# ---- mmc1_sync_mapper ----
**mmc1_sync_mapper: placement view**

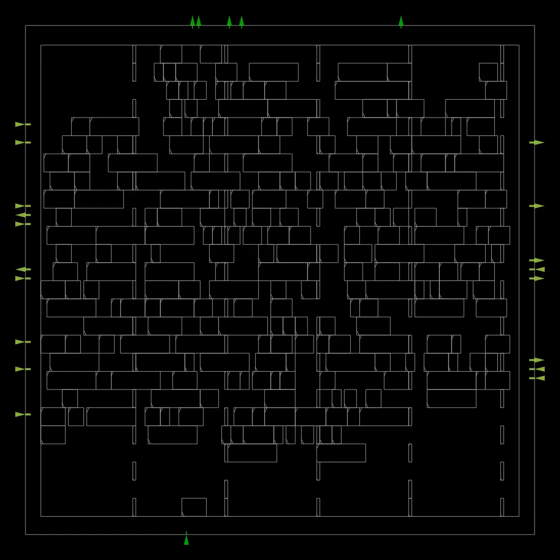

### config.mk
export PLATFORM = sky130hd
export DESIGN_NAME = mmc1_sync_mapper
export DESIGN_NICKNAME = d
export VERILOG_FILES = /design/src/rtl/mmc1_sync_mapper.sv
export SDC_FILE = /design/constraint.sdc
export NUM_CORES = 1
export LEC_CHECK = 0
export ABC_CLOCK_PERIOD_IN_PS = 2100
export CAP_MARGIN = 20
export CELL_PAD_IN_SITES_DETAIL_PLACEMENT = 0
export CELL_PAD_IN_SITES_GLOBAL_PLACEMENT = 1
export CORE_MARGIN = 2
export CORE_UTILIZATION = 38
export CTS_CLUSTER_DIAMETER = 150
export DETAILED_ROUTE_END_ITERATION = 16
export HOLD_SLACK_MARGIN = 0.12
export MAX_ROUTING_LAYER = met4
export PLACE_DENSITY = 0.78
export SYNTH_ARGS = -nofsm -noshare
export SYNTH_HDL_FRONTEND = slang
export SYNTH_SLANG_ARGS = --single-unit
### constraint.sdc
create_clock -name SYS_CLK -period 2.1 [get_ports SYS_CLK]
set_clock_uncertainty 0.2 [all_clocks]
set_input_delay 0.315 -clock SYS_CLK [delete_from_list [all_inputs] [get_ports SYS_CLK]]
set_output_delay 0.315 -clock SYS_CLK [all_outputs]
set_load 0.01 [all_outputs]
### src/rtl/mmc1_sync_mapper.sv
// ============================================================================
// Module   : mmc1_sync_mapper
// Purpose  : Fully synchronous MMC1-style bank controller. The CPU bus is
//            oversampled on SYS_CLK and fed to a counted serial loader.
//            Optional macro: MMC1_CONSEC_WRITE_FILTER_EN (drops RMW 2nd write)
// Revision : 1.0 - initial release
// ============================================================================
`default_nettype none

module mmc1_sync_mapper #(
  parameter int SHIFT_LEN   = 5,
  parameter int PRG_BANK_W  = 4,
  parameter int CHR_BANK_W  = 5,
  parameter int SYNC_STAGES = 2
) (
  input  logic                  SYS_CLK,
  input  logic                  SYS_RST,
  input  logic                  CPU_M2,
  input  logic                  CPU_A13,
  input  logic                  CPU_A14,
  input  logic                  nCPU_ROMSEL,
  input  logic                  nCPU_RW,
  input  logic                  CPU_D0,
  input  logic                  CPU_D7,
  input  logic                  PPU_A10,
  input  logic                  PPU_A11,
  input  logic                  PPU_A12,
  output logic [PRG_BANK_W-1:0] PRG_A,
  output logic [CHR_BANK_W-1:0] CHR_A,
  output logic                  CIRAM_A10,
  output logic                  nPRG_CE,
  output logic                  nWRAM_CE
);

  localparam int             c_CNT_W = $clog2(SHIFT_LEN);
  localparam logic [c_CNT_W-1:0] c_LAST = c_CNT_W'(SHIFT_LEN - 1);

  // Synchroniser lane layout: {D7, D0, RW, ROMSEL, A14, A13, M2}
  logic [6:0]                   w_pins;
  logic [SYNC_STAGES-1:0][6:0]  r_sync;
  logic [6:0]                   w_sync;
  logic                         w_m2;
  logic                         r_m2_prev;
  logic                         w_strobe;

  // Captured sample: {D7, D0, RW, ROMSEL, A14, A13}
  logic [5:0]                   r_cap;
  logic                         w_write;
  logic                         w_filtered;

  // The top shift bit is never loaded: the final bit comes straight from D0.
  logic [SHIFT_LEN-2:0]         r_sr;
  logic [c_CNT_W-1:0]           r_cnt;
  logic [SHIFT_LEN-1:0]         w_value;

  logic [4:0]                   r_ctrl;
  logic [PRG_BANK_W:0]          r_prg;
  logic [CHR_BANK_W-1:0]        r_chr0;
  logic [CHR_BANK_W-1:0]        r_chr1;

  assign w_pins   = {CPU_D7, CPU_D0, nCPU_RW, nCPU_ROMSEL, CPU_A14, CPU_A13, CPU_M2};
  assign w_sync   = r_sync[SYNC_STAGES-1];
  assign w_m2     = w_sync[0];
  assign w_strobe = r_m2_prev & ~w_m2;
  assign w_write  = ~r_cap[2] & ~r_cap[3];
  assign w_value  = {r_cap[4], r_sr};

`ifdef MMC1_CONSEC_WRITE_FILTER_EN
  logic r_prev_wr;
  assign w_filtered = r_prev_wr;
`else
  assign w_filtered = 1'b0;
`endif

  always_ff @(posedge SYS_CLK) begin
    if (SYS_RST) begin
      r_sync    <= '0;
      r_m2_prev <= 1'b0;
      r_cap     <= '0;
      r_sr      <= '0;
      r_cnt     <= '0;
      r_ctrl    <= 5'b01100;
      r_prg     <= '0;
      r_chr0    <= '0;
      r_chr1    <= '0;
`ifdef MMC1_CONSEC_WRITE_FILTER_EN
      r_prev_wr <= 1'b0;
`endif
    end else begin
      r_sync    <= {r_sync[SYNC_STAGES-2:0], w_pins};
      r_m2_prev <= w_m2;
      if (w_m2) begin
        r_cap <= w_sync[6:1];
      end
      if (w_strobe) begin
`ifdef MMC1_CONSEC_WRITE_FILTER_EN
        r_prev_wr <= w_write;
`endif
        if (w_write) begin
          if (r_cap[5]) begin
            r_sr        <= '0;
            r_cnt       <= '0;
            r_ctrl[3:2] <= 2'b11;
          end else if (!w_filtered) begin
            if (r_cnt != c_LAST) begin
              for (int i = 0; i < SHIFT_LEN - 1; i++) begin
                if (r_cnt == c_CNT_W'(i)) begin
                  r_sr[i] <= r_cap[4];
                end
              end
              r_cnt <= r_cnt + c_CNT_W'(1);
            end else begin
              case (r_cap[1:0])
                2'b00:   r_ctrl <= w_value[4:0];
                2'b01:   r_chr0 <= w_value[CHR_BANK_W-1:0];
                2'b10:   r_chr1 <= w_value[CHR_BANK_W-1:0];
                default: r_prg  <= w_value[PRG_BANK_W:0];
              endcase
              r_sr  <= '0;
              r_cnt <= '0;
            end
          end
        end
      end
    end
  end

  // Registered bank state combined with live address pins.
  always_comb begin
    PRG_A = r_prg[PRG_BANK_W-1:0];
    case (r_ctrl[3:2])
      2'b10:   PRG_A = CPU_A14 ? r_prg[PRG_BANK_W-1:0] : '0;
      2'b11:   PRG_A = CPU_A14 ? '1 : r_prg[PRG_BANK_W-1:0];
      default: PRG_A[0] = CPU_A14;
    endcase

    CHR_A = r_chr0;
    if (r_ctrl[4]) begin
      CHR_A = PPU_A12 ? r_chr1 : r_chr0;
    end else begin
      CHR_A[0] = PPU_A12;
    end

    case (r_ctrl[1:0])
      2'b00:   CIRAM_A10 = 1'b0;
      2'b01:   CIRAM_A10 = 1'b1;
      2'b10:   CIRAM_A10 = PPU_A10;
      default: CIRAM_A10 = PPU_A11;
    endcase
  end

  assign nPRG_CE  = nCPU_ROMSEL | ~nCPU_RW;
  assign nWRAM_CE = ~(nCPU_ROMSEL & ~r_prg[PRG_BANK_W] & CPU_A14 & CPU_A13);

endmodule

`default_nettype wire

# ---- psum_drain_flat ----
File: src/rtl/psum_drain_if.sv
// Capture and OFM stream signals between the systolic array edge, psum_drain and the OFM writer.
// The slave view is the drain itself; the master view is whoever drives captures and ready.
interface psum_drain_if #(
   parameter int PSUM_WIDTH = 16,
   parameter int OFM_WIDTH  = 8,
   parameter int NUM_COL    = 4
);
   localparam int COL_W = (NUM_COL > 1) ? $clog2(NUM_COL) : 1;

   logic                            cap_en;
   logic [NUM_COL*PSUM_WIDTH-1:0]   psum_vec;
   logic                            cap_ready;
   logic                            ofm_valid;
   logic                            ofm_ready;
   logic [OFM_WIDTH-1:0]            ofm_data;
   logic [COL_W-1:0]                ofm_col;
   logic                            ofm_last;

   modport master (
      output cap_en, psum_vec, ofm_ready,
      input  cap_ready, ofm_valid, ofm_data, ofm_col, ofm_last
   );

   modport slave (
      input  cap_en, psum_vec, ofm_ready,
      output cap_ready, ofm_valid, ofm_data, ofm_col, ofm_last
   );
endinterface

File: src/rtl/psum_drain.sv
// Captures psum row-vectors into a small FIFO, converts each column to OFM width
// (round-half-up, optional ReLU, saturate) and streams the columns out one per beat.
module psum_drain #(
   parameter int PSUM_WIDTH = 16,
   parameter int OFM_WIDTH  = 8,
   parameter int NUM_COL    = 4,
   parameter int DEPTH      = 4,
   parameter int FRAC_SHIFT = 4,
   parameter int RELU       = 1
) (
   input  logic              clk,
   input  logic              rst_n,
   input  logic              clear,
   psum_drain_if.slave       bus,
   output logic              overflow,
   output logic              sat_flag
);
   localparam int COL_W  = (NUM_COL > 1) ? $clog2(NUM_COL) : 1;
   localparam int AW     = $clog2(DEPTH);
   localparam int CW     = AW + 1;
   localparam int VW     = NUM_COL * PSUM_WIDTH;
   localparam int RND_SH = (FRAC_SHIFT > 0) ? FRAC_SHIFT - 1 : 0;

   localparam logic [COL_W-1:0]        LAST_COL = COL_W'(NUM_COL - 1);
   localparam logic [CW-1:0]           FULL_CNT = CW'(DEPTH);
   localparam logic signed [PSUM_WIDTH:0] RND     =
      (FRAC_SHIFT > 0) ? ((PSUM_WIDTH+1)'(1) << RND_SH) : '0;
   localparam logic signed [PSUM_WIDTH:0] SAT_MAX =
      (PSUM_WIDTH+1)'((1 << (OFM_WIDTH - 1)) - 1);
   localparam logic signed [PSUM_WIDTH:0] SAT_MIN = ~SAT_MAX;

   typedef enum logic {S_IDLE, S_SEND} state_t;

   state_t                           state_reg, state_next;
   logic [COL_W-1:0]                 col_reg, col_next;
   logic [AW-1:0]                    wr_ptr_reg, rd_ptr_reg;
   logic [CW-1:0]                    count_reg;
   logic [VW-1:0]                    mem [DEPTH];
   logic [VW-1:0]                    head_vec;
   logic [NUM_COL-1:0][OFM_WIDTH-1:0] conv_vec;
   logic [OFM_WIDTH-1:0]             bank_reg [NUM_COL];
   logic [NUM_COL-1:0]               clamp_vec;
   logic                             overflow_reg, sat_reg;
   logic                             full, not_empty, push, pop;

   assign full      = (count_reg == FULL_CNT);
   assign not_empty = (count_reg != '0);
   assign push      = bus.cap_en && !full && !clear;
   assign head_vec  = mem[rd_ptr_reg];

   // Per-column conversion of the FIFO head, consumed when the head is popped into the bank
   genvar gi;
   generate
      for (gi = 0; gi < NUM_COL; gi++) begin : g_conv
         logic signed [PSUM_WIDTH:0] x_ext;
         logic signed [PSUM_WIDTH:0] x_rnd;
         logic signed [PSUM_WIDTH:0] x_rl;
         logic [OFM_WIDTH-1:0]       x_sat;
         logic                       x_clamp;

         always_comb begin
            x_ext   = {head_vec[gi*PSUM_WIDTH + PSUM_WIDTH - 1],
                       head_vec[gi*PSUM_WIDTH +: PSUM_WIDTH]};
            x_rnd   = (x_ext + RND) >>> FRAC_SHIFT;
            x_clamp = 1'b0;
            if ((RELU != 0) && x_rnd[PSUM_WIDTH]) begin
               x_rl = '0;
            end else begin
               x_rl = x_rnd;
            end
            if (x_rl > SAT_MAX) begin
               x_sat   = SAT_MAX[OFM_WIDTH-1:0];
               x_clamp = 1'b1;
            end else if (x_rl < SAT_MIN) begin
               x_sat   = SAT_MIN[OFM_WIDTH-1:0];
               x_clamp = 1'b1;
            end else begin
               x_sat   = x_rl[OFM_WIDTH-1:0];
            end
         end

         assign conv_vec[gi]  = x_sat;
         assign clamp_vec[gi] = x_clamp;
      end
   endgenerate

   always_comb begin
      state_next = state_reg;
      col_next   = col_reg;
      pop        = 1'b0;
      if (clear) begin
         state_next = S_IDLE;
         col_next   = '0;
      end else begin
         case (state_reg)
            S_IDLE: begin
               if (not_empty) begin
                  pop        = 1'b1;
                  col_next   = '0;
                  state_next = S_SEND;
               end
            end
            S_SEND: begin
               if (bus.ofm_ready) begin
                  if (col_reg != LAST_COL) begin
                     col_next = col_reg + 1'b1;
                  end else if (not_empty) begin
                     // Chain straight into the next vector so the stream has no bubble
                     pop      = 1'b1;
                     col_next = '0;
                  end else begin
                     state_next = S_IDLE;
                     col_next   = '0;
                  end
               end
            end
            default: begin
               state_next = S_IDLE;
               col_next   = '0;
            end
         endcase
      end
   end

   always_ff @(posedge clk or negedge rst_n) begin
      if (!rst_n) begin
         state_reg <= S_IDLE;
         col_reg   <= '0;
      end else begin
         state_reg <= state_next;
         col_reg   <= col_next;
      end
   end

   always_ff @(posedge clk or negedge rst_n) begin
      if (!rst_n) begin
         wr_ptr_reg <= '0;
         rd_ptr_reg <= '0;
         count_reg  <= '0;
      end else if (clear) begin
         wr_ptr_reg <= '0;
         rd_ptr_reg <= '0;
         count_reg  <= '0;
      end else begin
         if (push) begin
            wr_ptr_reg <= wr_ptr_reg + 1'b1;
         end
         if (pop) begin
            rd_ptr_reg <= rd_ptr_reg + 1'b1;
         end
         if (push && !pop) begin
            count_reg <= count_reg + 1'b1;
         end else if (!push && pop) begin
            count_reg <= count_reg - 1'b1;
         end
      end
   end

   // Vector storage carries no reset; only the pointers and count define what is valid
   always_ff @(posedge clk) begin
      if (push) begin
         mem[wr_ptr_reg] <= bus.psum_vec;
      end
   end

   always_ff @(posedge clk or negedge rst_n) begin
      if (!rst_n) begin
         for (int c = 0; c < NUM_COL; c++) begin
            bank_reg[c] <= '0;
         end
      end else if (pop) begin
         for (int c = 0; c < NUM_COL; c++) begin
            bank_reg[c] <= conv_vec[c];
         end
      end
   end

   always_ff @(posedge clk or negedge rst_n) begin
      if (!rst_n) begin
         overflow_reg <= 1'b0;
         sat_reg      <= 1'b0;
      end else if (clear) begin
         overflow_reg <= 1'b0;
         sat_reg      <= 1'b0;
      end else begin
         if (bus.cap_en && full) begin
            overflow_reg <= 1'b1;
         end
         if (pop && (|clamp_vec)) begin
            sat_reg <= 1'b1;
         end
      end
   end

   assign bus.cap_ready = !full;
   assign bus.ofm_valid = (state_reg == S_SEND);
   assign bus.ofm_data  = bank_reg[col_reg];
   assign bus.ofm_col   = col_reg;
   assign bus.ofm_last  = (state_reg == S_SEND) && (col_reg == LAST_COL);
   assign overflow      = overflow_reg;
   assign sat_flag      = sat_reg;
endmodule

File: src/flat_wrapper.sv
// flat-port wrapper written by rule: the top's interface ports become plain ports
module psum_drain_flat 
#(
   parameter int PSUM_WIDTH = 16,
   parameter int OFM_WIDTH  = 8,
   parameter int NUM_COL    = 4,
   parameter int DEPTH      = 4,
   parameter int FRAC_SHIFT = 4,
   parameter int RELU       = 1
)
  (clk, rst_n, clear, overflow, sat_flag, bus_cap_en, bus_psum_vec, bus_ofm_ready, bus_cap_ready, bus_ofm_valid, bus_ofm_data, bus_ofm_col, bus_ofm_last);
  psum_drain_if #(.PSUM_WIDTH(PSUM_WIDTH), .OFM_WIDTH(OFM_WIDTH), .NUM_COL(NUM_COL)) bus_i ();
  input  logic clk;
  input  logic rst_n;
  input  logic clear;
  output logic overflow;
  output logic sat_flag;
  input wire logic [$bits(bus_i.cap_en)-1:0] bus_cap_en;
  input wire logic [$bits(bus_i.psum_vec)-1:0] bus_psum_vec;
  input wire logic [$bits(bus_i.ofm_ready)-1:0] bus_ofm_ready;
  output wire logic [$bits(bus_i.cap_ready)-1:0] bus_cap_ready;
  output wire logic [$bits(bus_i.ofm_valid)-1:0] bus_ofm_valid;
  output wire logic [$bits(bus_i.ofm_data)-1:0] bus_ofm_data;
  output wire logic [$bits(bus_i.ofm_col)-1:0] bus_ofm_col;
  output wire logic [$bits(bus_i.ofm_last)-1:0] bus_ofm_last;
  assign bus_i.cap_en = bus_cap_en;
  assign bus_i.psum_vec = bus_psum_vec;
  assign bus_i.ofm_ready = bus_ofm_ready;
  assign bus_cap_ready = bus_i.cap_ready;
  assign bus_ofm_valid = bus_i.ofm_valid;
  assign bus_ofm_data = bus_i.ofm_data;
  assign bus_ofm_col = bus_i.ofm_col;
  assign bus_ofm_last = bus_i.ofm_last;
  psum_drain #(.PSUM_WIDTH(PSUM_WIDTH), .OFM_WIDTH(OFM_WIDTH), .NUM_COL(NUM_COL), .DEPTH(DEPTH), .FRAC_SHIFT(FRAC_SHIFT), .RELU(RELU)) u_core (.clk(clk), .rst_n(rst_n), .clear(clear), .bus(bus_i), .overflow(overflow), .sat_flag(sat_flag));
endmodule
File: config.mk
export PLATFORM = sky130hd
export DESIGN_NAME = psum_drain_flat
export DESIGN_NICKNAME = d
export VERILOG_FILES = /design/src/rtl/psum_drain_if.sv /design/src/rtl/psum_drain.sv /design/src/flat_wrapper.sv
export SDC_FILE = /design/constraint.sdc
export NUM_CORES = 1
export LEC_CHECK = 0
export CAP_MARGIN = 10
export CORE_ASPECT_RATIO = 0.6
export CORE_MARGIN = 4
export CORE_UTILIZATION = 52
export DETAILED_ROUTE_END_ITERATION = 8
export PLACE_DENSITY = 0.75
export SYNTH_ARGS = -nofsm -noshare
export SYNTH_HDL_FRONTEND = slang
export SYNTH_SLANG_ARGS = --single-unit
File: constraint.sdc
create_clock -name clk -period 2.8 [get_ports clk]
set_input_delay 0.42 -clock clk [delete_from_list [all_inputs] [get_ports clk]]
set_output_delay 0.42 -clock clk [all_outputs]
set_load 0.03 [all_outputs]
# ---- uart_tx_arbiter_flat ----
## config.mk

```make
export PLATFORM = sky130hd
export DESIGN_NAME = uart_tx_arbiter_flat
export DESIGN_NICKNAME = d
export VERILOG_FILES = /design/src/rtl/uart_pkg.sv /design/src/rtl/uart_tx_arbiter_if.sv /design/src/rtl/rr_priority_select.sv /design/src/rtl/uart_tx_arbiter.sv /design/src/flat_wrapper.sv
export SDC_FILE = /design/constraint.sdc
export NUM_CORES = 1
export LEC_CHECK = 0
export CORE_MARGIN = 2
export CORE_UTILIZATION = 35
export CTS_BUF_LIST = sky130_fd_sc_hd__clkbuf_8
export DETAILED_ROUTE_END_ITERATION = 8
export GPL_ROUTABILITY_DRIVEN = 0
export PLACE_DENSITY_LB_ADDON = 0.3
export SLEW_MARGIN = 30
export SYNTH_ARGS = -nofsm -noshare
export SYNTH_HDL_FRONTEND = slang
export SYNTH_HIERARCHICAL = 1
export SYNTH_SLANG_ARGS = --single-unit
```

## constraint.sdc

```tcl
create_clock -name clk -period 3.78 [get_ports clk]
set_clock_uncertainty 0.2 [all_clocks]
set_input_delay 0.378 -clock clk [delete_from_list [all_inputs] [get_ports clk]]
set_output_delay 0.378 -clock clk [all_outputs]
set_load 0.02 [all_outputs]
```

## src/rtl/uart_pkg.sv

```systemverilog
// -----------------------------------------------------------------------------
// uart_pkg -- shared definitions for the UART transmit arbiter.
//
// Contents:
//   DEFAULT_*     default parameter values used by the arbiter and its interface
//   arb_state_e   arbiter FSM state encoding
//   RESET_STATE   state entered on reset
//   RESET_COUNT   timeout counter value entered on reset
//   wrap_add()    modular addition used for round-robin pointer arithmetic
//
// Optional feature macro: UART_ARB_TIMEOUT_EN adds the ERROR_RECOVER state.
// -----------------------------------------------------------------------------
package uart_pkg;

  localparam int unsigned DEFAULT_NUM_REQUESTERS = 4;
  localparam int unsigned DEFAULT_DATA_WIDTH     = 8;
  localparam int unsigned DEFAULT_BUSY_TIMEOUT   = 256;
  localparam int unsigned RESET_COUNT            = 0;

  typedef enum logic [1:0] {
    IDLE      = 2'd0,
    ISSUE     = 2'd1,
    WAIT_DONE = 2'd2
`ifdef UART_ARB_TIMEOUT_EN
    ,
    ERROR_RECOVER = 2'd3
`endif
  } arb_state_e;

  localparam arb_state_e RESET_STATE = IDLE;

  // (a + b) mod n, used to walk requesters starting at the round-robin pointer.
  function automatic int unsigned wrap_add(input int unsigned a,
                                           input int unsigned b,
                                           input int unsigned n);
    return (a + b) % n;
  endfunction

endpackage

```

## src/rtl/uart_tx_arbiter_if.sv

```systemverilog
// -----------------------------------------------------------------------------
// uart_tx_if -- connection between the arbiter and one UART transmitter.
//
// Signals:
//   uart_enable  arbiter -> UART  start request (UART i_enable)
//   uart_data    arbiter -> UART  word to send  (UART i_data)
//   uart_busy    UART -> arbiter  transmitter busy (UART o_busy)
//
// Modports: master (arbiter side), slave (UART side).
// -----------------------------------------------------------------------------
interface uart_tx_if
  import uart_pkg::*;
#(
  parameter int DATA_WIDTH = DEFAULT_DATA_WIDTH
) ();

  logic                  uart_enable;
  logic [DATA_WIDTH-1:0] uart_data;
  logic                  uart_busy;

  modport master (output uart_enable, output uart_data, input uart_busy);
  modport slave  (input uart_enable, input uart_data, output uart_busy);

endinterface

```

## src/rtl/rr_priority_select.sv

```systemverilog
// -----------------------------------------------------------------------------
// rr_priority_select -- combinational round-robin pick.
//
// Returns the first set request bit at or after ptr, wrapping past the top.
//
// Ports:
//   req         request vector
//   ptr         index that has highest priority this cycle
//   valid       at least one request is set
//   sel_onehot  one-hot of the selected requester (zero when !valid)
//   sel_idx     index of the selected requester (zero when !valid)
// -----------------------------------------------------------------------------
module rr_priority_select
  import uart_pkg::*;
#(
  parameter int NUM_REQUESTERS = DEFAULT_NUM_REQUESTERS
) (
  input  logic [NUM_REQUESTERS-1:0]         req,
  input  logic [$clog2(NUM_REQUESTERS)-1:0] ptr,
  output logic                              valid,
  output logic [NUM_REQUESTERS-1:0]         sel_onehot,
  output logic [$clog2(NUM_REQUESTERS)-1:0] sel_idx
);

  localparam int IDX_W = $clog2(NUM_REQUESTERS);

  logic [IDX_W-1:0] cand;

  always_comb begin
    // NOTE: every variable written here gets a value before any branch, so no
    // path through the block can leave it holding its old value (no latch).
    valid      = 1'b0;
    sel_onehot = '0;
    sel_idx    = '0;
    cand       = '0;
    for (int i = 0; i < NUM_REQUESTERS; i++) begin
      cand = IDX_W'(wrap_add(32'(ptr), i, NUM_REQUESTERS));
      if (!valid && req[cand]) begin
        valid            = 1'b1;
        sel_onehot[cand] = 1'b1;
        sel_idx          = cand;
      end
    end
  end

endmodule

```

## src/rtl/uart_tx_arbiter.sv

```systemverilog
// -----------------------------------------------------------------------------
// uart_tx_arbiter -- shares one UART transmitter among NUM_REQUESTERS clients
// with round-robin priority.
//
// Ports:
//   clk        rising-edge clock
//   reset      synchronous, active-low reset
//   req        per-requester request, held until that requester's grant
//   req_data   requester i word in [i*INPUT_DATA_WIDTH +: INPUT_DATA_WIDTH]
//   grant      one-cycle one-hot pulse when a word is accepted
//   done       one-cycle one-hot pulse when that word has been sent
//   active_id  index of the current owner
//   arb_error  one-cycle pulse when the UART never went busy (timeout build)
//   uart       master side of uart_tx_if (uart_enable, uart_data, uart_busy)
//
// Optional feature macro: UART_ARB_TIMEOUT_EN. When defined, ISSUE gives up
// after BUSY_TIMEOUT cycles without uart_busy, pulses arb_error, moves the
// round-robin pointer on and passes through ERROR_RECOVER back to IDLE. When
// undefined, ISSUE waits for uart_busy indefinitely and arb_error is absent.
// -----------------------------------------------------------------------------
module uart_tx_arbiter
  import uart_pkg::*;
#(
  parameter int NUM_REQUESTERS   = DEFAULT_NUM_REQUESTERS,
  parameter int INPUT_DATA_WIDTH = DEFAULT_DATA_WIDTH,
  parameter int BUSY_TIMEOUT     = DEFAULT_BUSY_TIMEOUT
) (
  input  logic                                     clk,
  input  logic                                     reset,
  input  logic [NUM_REQUESTERS-1:0]                req,
  input  logic [NUM_REQUESTERS*INPUT_DATA_WIDTH-1:0] req_data,
  output logic [NUM_REQUESTERS-1:0]                grant,
  output logic [NUM_REQUESTERS-1:0]                done,
  output logic [$clog2(NUM_REQUESTERS)-1:0]        active_id,
`ifdef UART_ARB_TIMEOUT_EN
  output logic                                     arb_error,
`endif
  uart_tx_if.master                                uart
);

  localparam int IDX_W = $clog2(NUM_REQUESTERS);
  localparam int W     = INPUT_DATA_WIDTH;

  arb_state_e                state_q, state_d;
  logic [IDX_W-1:0]          rr_ptr_q, rr_ptr_d;
  logic [IDX_W-1:0]          active_id_q, active_id_d;
  logic [NUM_REQUESTERS-1:0] grant_q, grant_d;
  logic [NUM_REQUESTERS-1:0] done_q, done_d;
  logic [W-1:0]              data_q, data_d;

  logic                      sel_valid;
  logic [NUM_REQUESTERS-1:0] sel_onehot;
  logic [IDX_W-1:0]          sel_idx;

`ifdef UART_ARB_TIMEOUT_EN
  localparam int CNT_W = $clog2(BUSY_TIMEOUT + 1);
  logic [CNT_W-1:0] cnt_q, cnt_d;
  logic             arb_error_q, arb_error_d;
`endif

  rr_priority_select #(
    .NUM_REQUESTERS (NUM_REQUESTERS)
  ) u_select (
    .req        (req),
    .ptr        (rr_ptr_q),
    .valid      (sel_valid),
    .sel_onehot (sel_onehot),
    .sel_idx    (sel_idx)
  );

  always_comb begin
    state_d     = state_q;
    rr_ptr_d    = rr_ptr_q;
    active_id_d = active_id_q;
    grant_d     = '0;
    done_d      = '0;
    data_d      = data_q;
`ifdef UART_ARB_TIMEOUT_EN
    cnt_d       = '0;
    arb_error_d = 1'b0;
`endif
    unique case (state_q)
      IDLE: begin
        // A UART still busy from an abandoned transfer blocks new grants.
        if (sel_valid && !uart.uart_busy) begin
          grant_d     = sel_onehot;
          active_id_d = sel_idx;
          for (int i = 0; i < NUM_REQUESTERS; i++) begin
            if (sel_onehot[i]) data_d = req_data[i*W +: W];
          end
          state_d = ISSUE;
        end
      end
      ISSUE: begin
        if (uart.uart_busy) begin
          state_d = WAIT_DONE;
        end
`ifdef UART_ARB_TIMEOUT_EN
        else if (cnt_q == CNT_W'(BUSY_TIMEOUT - 1)) begin
          arb_error_d = 1'b1;
          rr_ptr_d    = IDX_W'(wrap_add(32'(active_id_q), 1, NUM_REQUESTERS));
          state_d     = ERROR_RECOVER;
        end else begin
          cnt_d = cnt_q + 1'b1;
        end
`endif
      end
      WAIT_DONE: begin
        if (!uart.uart_busy) begin
          done_d[active_id_q] = 1'b1;
          rr_ptr_d = IDX_W'(wrap_add(32'(active_id_q), 1, NUM_REQUESTERS));
          state_d  = IDLE;
        end
      end
`ifdef UART_ARB_TIMEOUT_EN
      ERROR_RECOVER: state_d = IDLE;
`endif
      default: state_d = IDLE;
    endcase
  end

  always_ff @(posedge clk) begin
    // NOTE: sequential state uses non-blocking assignments so every flop
    // samples pre-edge values regardless of statement order.
    if (!reset) begin
      state_q     <= RESET_STATE;
      rr_ptr_q    <= '0;
      active_id_q <= '0;
      grant_q     <= '0;
      done_q      <= '0;
      data_q      <= '0;
`ifdef UART_ARB_TIMEOUT_EN
      cnt_q       <= CNT_W'(RESET_COUNT);
      arb_error_q <= 1'b0;
`endif
    end else begin
      state_q     <= state_d;
      rr_ptr_q    <= rr_ptr_d;
      active_id_q <= active_id_d;
      grant_q     <= grant_d;
      done_q      <= done_d;
      data_q      <= data_d;
`ifdef UART_ARB_TIMEOUT_EN
      cnt_q       <= cnt_d;
      arb_error_q <= arb_error_d;
`endif
    end
  end

  // Enable drops combinationally the cycle busy is seen, so the UART never
  // observes enable together with its own busy flag.
  assign uart.uart_enable = (state_q == ISSUE) && !uart.uart_busy;
  assign uart.uart_data   = data_q;
  assign grant            = grant_q;
  assign done             = done_q;
  assign active_id        = active_id_q;
`ifdef UART_ARB_TIMEOUT_EN
  assign arb_error        = arb_error_q;
`endif

endmodule

```

## src/flat_wrapper.sv

```systemverilog
// flat-port wrapper written by rule: the top's interface ports become plain ports
module uart_tx_arbiter_flat import uart_pkg::*;
#(
  parameter int NUM_REQUESTERS   = DEFAULT_NUM_REQUESTERS,
  parameter int INPUT_DATA_WIDTH = DEFAULT_DATA_WIDTH,
  parameter int BUSY_TIMEOUT     = DEFAULT_BUSY_TIMEOUT
)
  (clk, reset, req, req_data, grant, done, active_id, uart_uart_enable, uart_uart_data, uart_uart_busy);
  uart_tx_if #(.DATA_WIDTH((8))) uart_i ();
  input  logic clk;
  input  logic reset;
  input  logic [NUM_REQUESTERS-1:0] req;
  input  logic [NUM_REQUESTERS*INPUT_DATA_WIDTH-1:0] req_data;
  output logic [NUM_REQUESTERS-1:0] grant;
  output logic [NUM_REQUESTERS-1:0] done;
  output logic [$clog2(NUM_REQUESTERS)-1:0] active_id;
  output wire logic [$bits(uart_i.uart_enable)-1:0] uart_uart_enable;
  output wire logic [$bits(uart_i.uart_data)-1:0] uart_uart_data;
  input wire logic [$bits(uart_i.uart_busy)-1:0] uart_uart_busy;
  assign uart_uart_enable = uart_i.uart_enable;
  assign uart_uart_data = uart_i.uart_data;
  assign uart_i.uart_busy = uart_uart_busy;
  uart_tx_arbiter #(.NUM_REQUESTERS(NUM_REQUESTERS), .INPUT_DATA_WIDTH(INPUT_DATA_WIDTH), .BUSY_TIMEOUT(BUSY_TIMEOUT)) u_core (.clk(clk), .reset(reset), .req(req), .req_data(req_data), .grant(grant), .done(done), .active_id(active_id), .uart(uart_i));
endmodule
```

**psum_drain_flat: nets reached from selected ports**

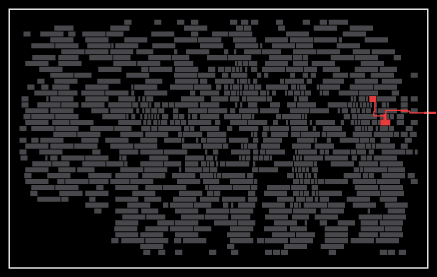
legend:
  bus_ofm_ready:
    colour: red
    bits: 1
    direction: input
    edge: east
    end_cells: 4
    buffers: 1
    wire: 44.8 microns
total of buffers placed on input and output ports: 71
I/O pin cnt: 84

==> notes.md, psum_drain_flat <==
Implementation results are summarized by area below.

Run status
The flow ran to the end, and the final reports show no timing, DRC or antenna violations.

CTS
The largest buffer count on any clock path is 3. Once the clock tree was built, the setup fixing pass inserted 0 buffers.

Detailed routing
The routed layout has 5652 vias. For this run, the detailed router reports a per-instance via density of 5.77. The detail route stage leaves a number of antenna-violating nets equal to 0.

Finish
The sequential cell count of the final layout is 252. Registers take 0.00735 sq mm. Per the layout area report, the sequential fraction of cell area is 0.587.

STA
For the pin with the worst max-slew slack, the measured transition is approximately 970 ps. Once routing completed, OpenROAD measured the worst setup slack at between 80 and 90 ps. The worst path needs about 2700 ps of the cycle, external delays included.

Die
For this configuration, the core starts out at a cell density of 0.529. The height of the die is 119 microns.

Yosys
After synthesis the netlist holds a flip-flop and latch count of 252. Sorting the synthesized cells by area gives the leading types as edfxtp_1, mux4_2, dfrtp_1. At floorplan, the net count of the design was reported as 663.

Power
The leakage power total is between 4 and 5 nW. The peak supply drop is 553 uV.

Setup path
Listed in order, past its start point the critical path passes mux4_2 -> ha_4 -> nand2b_1 -> o22a_2 -> or3_4 -> o31ai_4 -> a31o_1 -> and3_1 -> buf_12 -> a211oi_2.
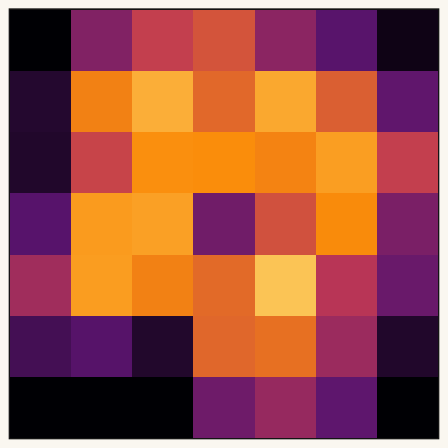
**Above:** uart_tx_arbiter_flat (placement density heat map).
7 x 7 tiles, from black (low) to pale yellow (high), 0 to 100% covered.
mean over tiles: 44%
nearly empty tiles: 10%
emptiest ninth of the die: south-west
placeable core area: 0.00397 sq mm
utilization after layout: 0.531
Floorplan Utilization: 0.363

**uart_tx_arbiter_flat: placement view**

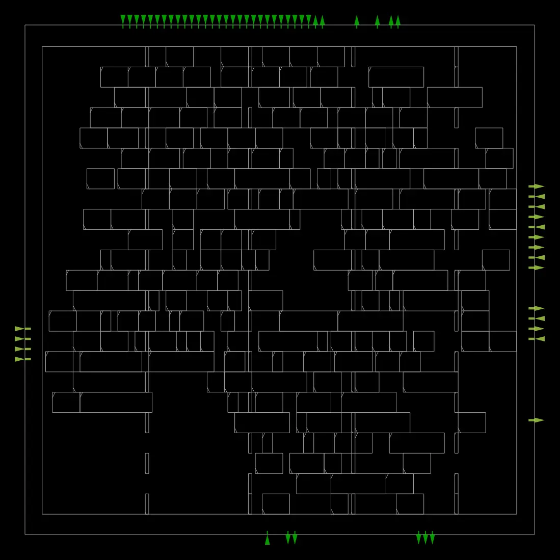
Tapcell Cnt: 50
Filler Cells Inserted: 359

==> notes.md, uart_tx_arbiter_flat <==
Implementation results are summarized by area below.

Finish
The summed area of non-filler cells in the final layout is 0.00211 sq mm. The number of signal-net buffers in the layout is roughly 62. The finished layout holds between 200 and 250 standard cells, fillers aside. The flip-flop count of the largest register, all copies and words added is 8. The total area of sequential cells is 443 sq um. The share of final-layout standard cells stronger than drive strength 1 is 0.126.

STA
The total negative setup slack is 0 ps. The final tally of hold violations is 0. The number of slew-limit violations in the final report is 0. The most critical hold endpoint after final layout shows a slack of approximately 320 ps.

Setup path
The launching instance or port of the critical path is u_core/rr_ptr_q[1]. The category of the worst setup path launch point is a flip-flop. The data required time at the worst endpoint is 3700 ps.

Yosys
The number of different library cells in the post-synthesis netlist is 36. A synthesized cell averages 10.1 sq um. The simple logic cell fraction of the synthesized area is 0.147.

Run status
The flow ran to the end, and the final reports show no timing, DRC or antenna violations.

Detailed routing
Per the detail_route report, DRC violations left total 0.

Power
The highest supply drop recorded on VDD is between 100 and 150 uV. The internal power of the cells totals 0.429 mW. The completed layout was analyzed and its total power is between 0.5 and 0.6 mW. The relative contribution of the clock network to total power is 0.232.

Power attributed to the clock group is about 0.14 mW.

CTS
The post-cts gate resize count is 0. The count of H-tree levels built during CTS is 1.

Die
The area enclosed by the die boundary is approximately 0.0046 sq mm.

Flow run
Across all stage logs, warnings added up to 33.

Global routing
The global routing usage on met2 is 0.273.
**mmc1_sync_mapper: M3 wires**

Bar = 20 microns.
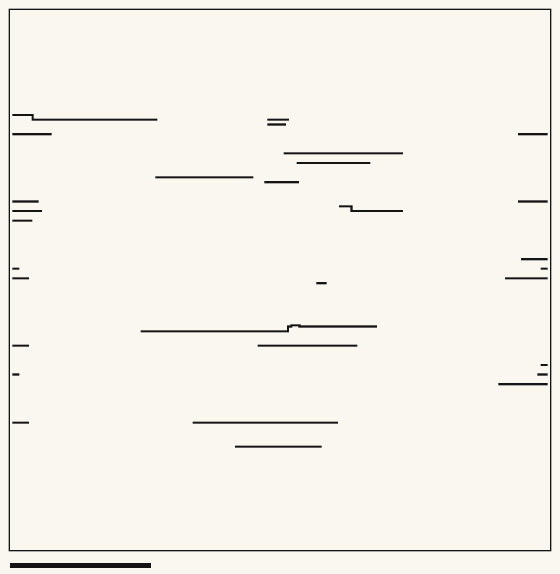
wire length on this layer: 211 microns
nets with wire on the layer: 28
aggregate routed wire length: 3.79 mm
met3 global-route usage: 0.0367

**mmc1_sync_mapper: nets reached from selected ports**

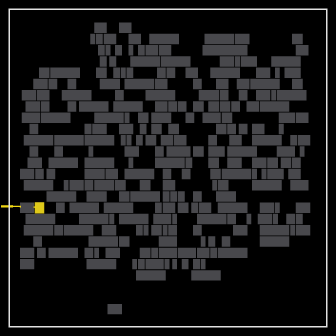
legend:
  CPU_M2:
    colour: yellow
    bits: 1
    direction: input
    edge: west
    end_cells: 1
    buffers: 1
    wire: 2.70 microns
I/O pin cnt: 24
total of buffers placed on input and output ports: 23

Notes on 'placement view' of mmc1_sync_mapper above:
flip-flop and latch share of the layout cell area: 0.379
placeable core area: 0.00507 sq mm
Tapcell Cnt: 70
seq_cells: 48
Filler Cells Inserted: 505

==> notes.md, mmc1_sync_mapper <==
Implementation results are summarized by area below.

Power
The flow reports power dissipated in the clock network as 0.646 mW. The total power is 1.68 mW. The analysis attributes to net switching a power of ~0.35 mW.

Run status
The flow ran to the end, and the final reports show no timing, DRC or antenna violations.

Yosys
The synthesized netlist cell count is 206. Counting distinct cell types in the post-synthesis netlist gives 30. Counting every net in the synthesized netlist gives 223. The post-synthesis chip area from yosys is 0.00199 sq mm. The portion of the post-synthesis area used by sequential elements is 0.483.

STA
The total negative setup slack is 0 ps. The maximum achievable frequency is roughly 0.5 GHz.

Finish
The total area of sequential cells is 961 sq um. Per the final layout report, the fraction of cells sized above drive strength 1 comes to 0.195. Between the synthesized netlist and the finished layout, the area growth was recorded as 27.5%. The count of inserted antenna diode cells is 0. The clock distribution area overhead in the final layout is 0.0439.

Setup path
The worst register-to-register path has a depth of 3. The launching instance or port of the critical path is w_sync[0]. The critical path in this run is classified as reg -> reg.

Per STA, the endpoint of the critical path is r_prg[0]. The critical path data arrival time is 2000 ps.

Die
The chip occupies 0.00583 sq mm.

Global routing
The initial antenna violation count is 0. Across every metal layer, demand over resource in global routing totals 0.136.

CTS
The TritonCTS clock tree is built. According to the CTS report, the clock sink count is 48.

# ---- writeback_arbiter ----
**writeback_arbiter: placement density heat map**

11 x 21 tiles, from black (low) to pale yellow (high), 0 to 100% covered.
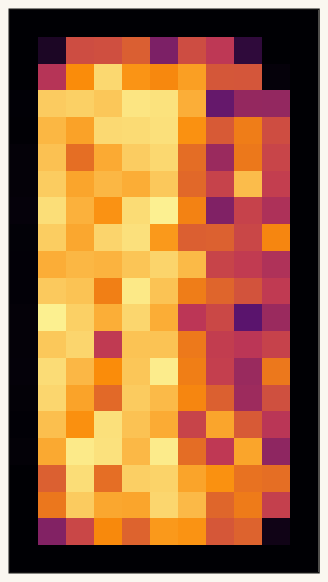
**writeback_arbiter: M3 wires**

Bar = 20 microns.
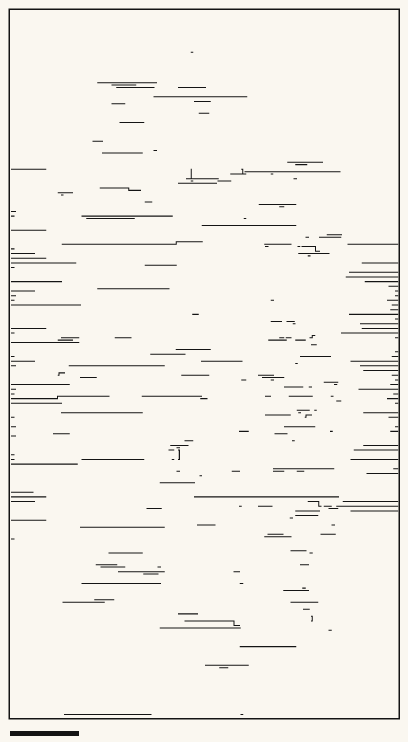
**writeback_arbiter: logic cells by family**

Bar = 20 microns.
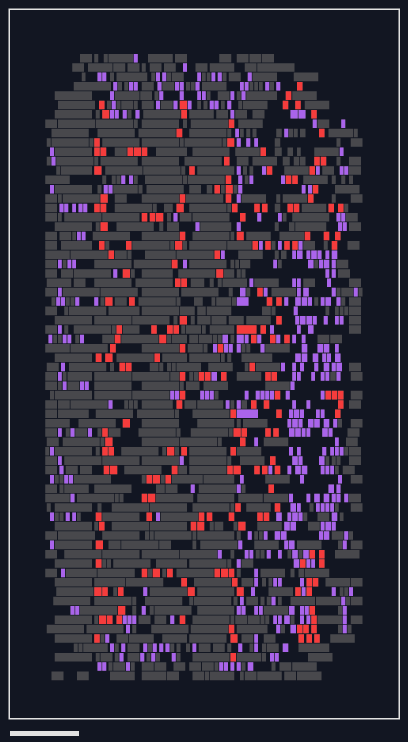
### src/rtl/writeback_arbiter.sv
// Writeback arbiter: merges the single-cycle ALU result path and a FIFO-buffered
// load result path onto the register-file write port, and tracks which
// registers still have a load in flight so operand fetch can stall on them.
module writeback_arbiter #(
  parameter int unsigned FIFO_DEPTH   = 4,
  parameter int unsigned STARVE_LIMIT = 3
) (
  input  logic        clk,
  input  logic        reset,
  input  logic        alu_valid,
  output logic        alu_ready,
  input  logic [5:0]  alu_addr,
  input  logic [31:0] alu_data,
  input  logic        load_valid,
  output logic        load_ready,
  input  logic [5:0]  load_addr,
  input  logic [31:0] load_data,
  input  logic        issue_valid,
  input  logic [5:0]  issue_addr,
  input  logic [5:0]  query_addr1,
  input  logic [5:0]  query_addr2,
  output logic        busy1,
  output logic        busy2,
  output logic        rf_we,
  output logic [5:0]  rf_waddr,
  output logic [31:0] rf_wdata,
  output logic        err_bad_addr
);

  localparam int unsigned PTR_W = (FIFO_DEPTH > 1) ? $clog2(FIFO_DEPTH) : 1;
  localparam int unsigned CNT_W = $clog2(FIFO_DEPTH + 1);
  localparam int unsigned STV_W = (STARVE_LIMIT > 0) ? $clog2(STARVE_LIMIT + 1) : 1;

  typedef enum logic {
    SRC_ALU  = 1'b0,
    SRC_LOAD = 1'b1
  } src_e;

  typedef struct packed {
    logic [5:0]  addr;
    logic [31:0] data;
  } entry_t;

  entry_t             mem_q [FIFO_DEPTH];
  entry_t             mem_d [FIFO_DEPTH];
  logic [PTR_W-1:0]   rd_ptr_q, rd_ptr_d;
  logic [PTR_W-1:0]   wr_ptr_q, wr_ptr_d;
  logic [CNT_W-1:0]   count_q, count_d;
  logic [STV_W-1:0]   starve_q, starve_d;
  logic [31:0]        pending_q, pending_d;
  logic               rf_we_q, rf_we_d;
  logic [5:0]         rf_waddr_q, rf_waddr_d;
  logic [31:0]        rf_wdata_q, rf_wdata_d;
  src_e               rf_src_q, rf_src_d;
  logic               err_q, err_d;

  logic               fifo_nonempty;
  logic               fifo_full;
  logic               alu_grant;
  logic               fifo_pop;
  logic               fifo_push;
  logic               grant;
  entry_t             grant_entry;
  src_e               grant_src;

  // Handshakes and arbitration: ALU wins unless it has starved a non-empty FIFO.
  always_comb begin
    fifo_nonempty = (count_q != '0);
    fifo_full     = (count_q == CNT_W'(FIFO_DEPTH));
    load_ready    = !fifo_full;
    alu_ready     = !(fifo_nonempty && (starve_q == STV_W'(STARVE_LIMIT)));
    alu_grant     = alu_valid && alu_ready;
    fifo_pop      = !alu_grant && fifo_nonempty;
    fifo_push     = load_valid && !fifo_full;
    grant         = alu_grant || fifo_pop;
    if (alu_grant) begin
      grant_entry = '{addr: alu_addr, data: alu_data};
      grant_src   = SRC_ALU;
    end else begin
      grant_entry = mem_q[rd_ptr_q];
      grant_src   = SRC_LOAD;
    end
  end

  // Load FIFO: circular buffer; push and pop in one cycle leave the count unchanged.
  always_comb begin
    mem_d    = mem_q;
    wr_ptr_d = wr_ptr_q;
    rd_ptr_d = rd_ptr_q;
    if (fifo_push) begin
      mem_d[wr_ptr_q] = '{addr: load_addr, data: load_data};
      wr_ptr_d        = wr_ptr_q + PTR_W'(1);
    end
    if (fifo_pop) begin
      rd_ptr_d = rd_ptr_q + PTR_W'(1);
    end
    count_d = count_q + CNT_W'(fifo_push) - CNT_W'(fifo_pop);
  end

  // Starvation counter: counts ALU wins while loads wait, cleared otherwise.
  always_comb begin
    starve_d = starve_q;
    if (alu_grant) begin
      if (fifo_nonempty) begin
        if (starve_q != STV_W'(STARVE_LIMIT)) begin
          starve_d = starve_q + STV_W'(1);
        end
      end else begin
        starve_d = '0;
      end
    end else if (fifo_pop) begin
      starve_d = '0;
    end
  end

  // Output register: a granted entry with addr[5] set is consumed but not written.
  always_comb begin
    rf_we_d    = grant && !grant_entry.addr[5];
    rf_waddr_d = rf_waddr_q;
    rf_wdata_d = rf_wdata_q;
    rf_src_d   = rf_src_q;
    if (rf_we_d) begin
      rf_waddr_d = grant_entry.addr;
      rf_wdata_d = grant_entry.data;
      rf_src_d   = grant_src;
    end
    err_d = err_q || (grant && grant_entry.addr[5]);
  end

  // Pending-load scoreboard: cleared by a committing load write, set by issue (set wins).
  always_comb begin
    pending_d = pending_q;
    if (rf_we_q && (rf_src_q == SRC_LOAD)) begin
      pending_d[rf_waddr_q[4:0]] = 1'b0;
    end
    if (issue_valid && !issue_addr[5]) begin
      pending_d[issue_addr[4:0]] = 1'b1;
    end
  end

  // Operand-fetch stall flags and registered write-port outputs.
  always_comb begin
    busy1        = pending_q[query_addr1[4:0]] && !query_addr1[5];
    busy2        = pending_q[query_addr2[4:0]] && !query_addr2[5];
    rf_we        = rf_we_q;
    rf_waddr     = rf_waddr_q;
    rf_wdata     = rf_wdata_q;
    err_bad_addr = err_q;
  end

  // Control state with synchronous reset.
  always_ff @(posedge clk) begin
    if (reset) begin
      rd_ptr_q   <= '0;
      wr_ptr_q   <= '0;
      count_q    <= '0;
      starve_q   <= '0;
      pending_q  <= '0;
      rf_we_q    <= 1'b0;
      rf_waddr_q <= '0;
      rf_wdata_q <= '0;
      rf_src_q   <= SRC_ALU;
      err_q      <= 1'b0;
    end else begin
      rd_ptr_q   <= rd_ptr_d;
      wr_ptr_q   <= wr_ptr_d;
      count_q    <= count_d;
      starve_q   <= starve_d;
      pending_q  <= pending_d;
      rf_we_q    <= rf_we_d;
      rf_waddr_q <= rf_waddr_d;
      rf_wdata_q <= rf_wdata_d;
      rf_src_q   <= rf_src_d;
      err_q      <= err_d;
    end
  end

  // FIFO storage; contents are only meaningful between the pointers, so no reset.
  always_ff @(posedge clk) begin
    mem_q <= mem_d;
  end

endmodule

### config.mk
export PLATFORM = sky130hd
export DESIGN_NAME = writeback_arbiter
export DESIGN_NICKNAME = d
export VERILOG_FILES = /design/src/rtl/writeback_arbiter.sv
export SDC_FILE = /design/constraint.sdc
export NUM_CORES = 1
export LEC_CHECK = 0
export ABC_AREA = 1
export ABC_CLOCK_PERIOD_IN_PS = 8700
export CAP_MARGIN = 20
export CORE_ASPECT_RATIO = 2
export CORE_MARGIN = 10
export CORE_UTILIZATION = 59
export DETAILED_ROUTE_END_ITERATION = 10
export PLACE_DENSITY = 0.85
export SYNTH_ARGS = -nofsm -noshare
export SYNTH_HDL_FRONTEND = slang
export SYNTH_SLANG_ARGS = --single-unit
### constraint.sdc
create_clock -name clk -period 8.7 [get_ports clk]
set_clock_uncertainty 0.15 [all_clocks]
set_input_delay 0.87 -clock clk [delete_from_list [all_inputs] [get_ports clk]]
set_output_delay 0.87 -clock clk [all_outputs]
set_load 0.02 [all_outputs]
==> notes.md <==
Implementation results are summarized by area below.

CTS
The TritonCTS clock tree is built. The count of hold buffers inserted by post-cts repair is 0.

Detailed routing
In the routed design, unresolved DRC markers number 0. The highest routing layer actually used is met4. The detailed router put a total of 9.66 mm of wire on met1. The via-per-instance ratio is 5.66.

Placement
The HPWL after detailed placement is roughly 20 mm. The placement stage leaves a total instance area of ~0.012 sq mm. OpenSTA, run right after detailed placement, puts the worst setup slack at between 4000 and 5000 ps. The count of input and output buffers is 142.

Setup path
In this run the worst setup path terminates at busy2. The depth of the critical timing path with buffers and inverters included is 11. Looking at the setup timing report, the critical path kind is in -> out. Counting both buffers and inverters, the worst setup path holds a total of 3.

Power
The combinational cell power is 0.837 mW. Ranked by power, first place goes to sequential cells. The clock network power is 0.920 mW. The power of the sequential group is 1.40 mW.

Dividing total power by cell area gives a power density of approximately 260 mW/mm^2. Power comes to 3.15 mW.

Yosys
The net count after synthesis is 1248. The mean instance size in the synthesized netlist is 8.92 sq um. Sorting the synthesized cells by area gives the leading types as edfxtp_1, dfxtp_1, nand2_1. The fraction of synthesis flops using an asynchronous set or reset pin is 0. The largest area contributor in the netlist is edfxtp_1. The number of synthesized register bits is 234. The most used flip-flop cell after synthesis is edfxtp_1.

Finish
The largest cell class by area is flip-flops and latches. There are approximately 230 flip-flops and latches. The area used by multi-input combinational logic is 0.00342 sq mm. The largest register by flop count is mem_q.

The register with the most flip-flops in the layout has 152 of them. Summing all non-filler instances in the final layout gives an area of between 0.01 and 0.015 sq mm.

Global routing
The initial antenna violation count is 1. The total grt overflow is 0. met1 track demand over resource after global routing is 0.233.

Run status
The flow ran to the end, and the final reports show no timing, DRC or antenna violations.

STA
The post-layout minimum cycle time is 4370 ps. Per the final timing report, the hold violations number 0.
About 'placement density heat map' of writeback_arbiter:
tiles over 75% full: 38%
fullest tile: 97%
nearly empty tiles: 27%
emptiest ninth of the die: north-east
densest ninth of the die: centre
mean over tiles: 52%
placeable core area: 0.0168 sq mm
Floorplan Utilization: 0.604
utilization after layout: 0.734

About 'M3 wires' of writeback_arbiter:
main direction: horizontal
wire length on this layer: 1560 microns
aggregate routed wire length: 29.2 mm
met3 global-route usage: 0.0367
via total after detailed routing: 8367

About 'logic cells by family' of writeback_arbiter:
legend:
  aoi and oai cells:
    colour: red
    cells: 198
  nand cells:
    colour: purple
    cells: 376
    where: spread over the die
filler-free cell count of the finished design: 1479
most common logic cell in the routed design: nand2_1
fraction of area in multi-input gates: 0.277



## Gallery

Logic cells by family.
shot_01.png
Bar = 50 microns.
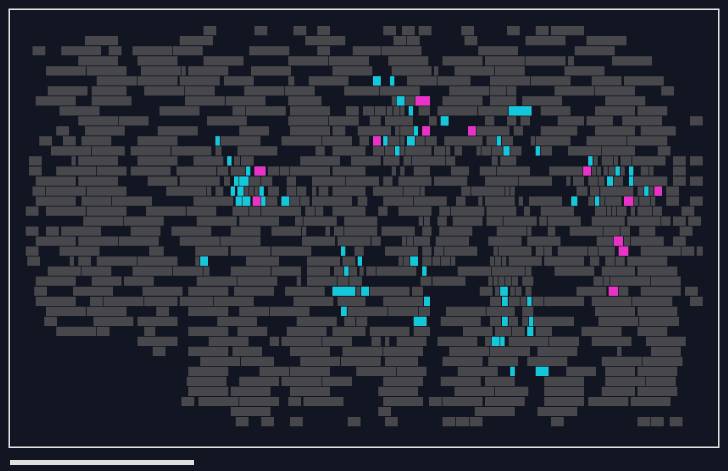
shot_02.png
Bar = 20 microns.
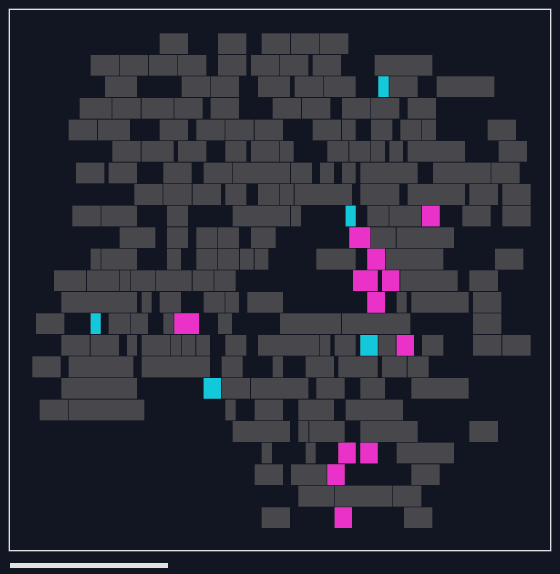
shot_03.png
Bar = 20 microns.
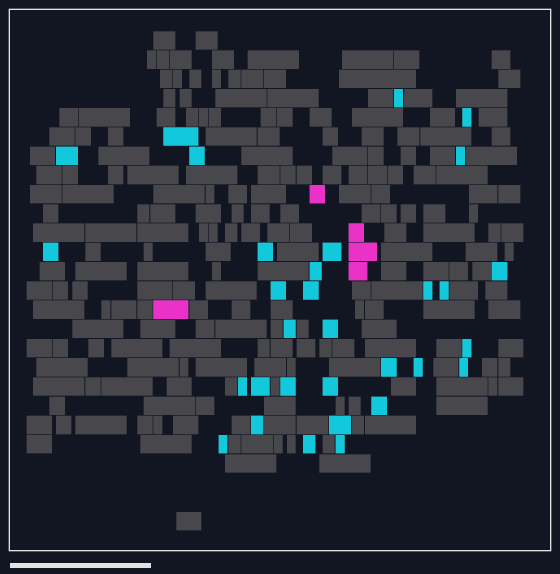
| picture | from |
|---|---|
| shot_03.png | mmc1_sync_mapper |
| shot_01.png | psum_drain_flat |
| shot_02.png | uart_tx_arbiter_flat |
The one with the most cells is shot_01.png.

Key to shot_01.png:
legend:
  and/or cells:
    colour: magenta
    cells: 12
  nand cells:
    colour: cyan
    cells: 54

No activity file was given, so power comes from the tool's default toggle rates.
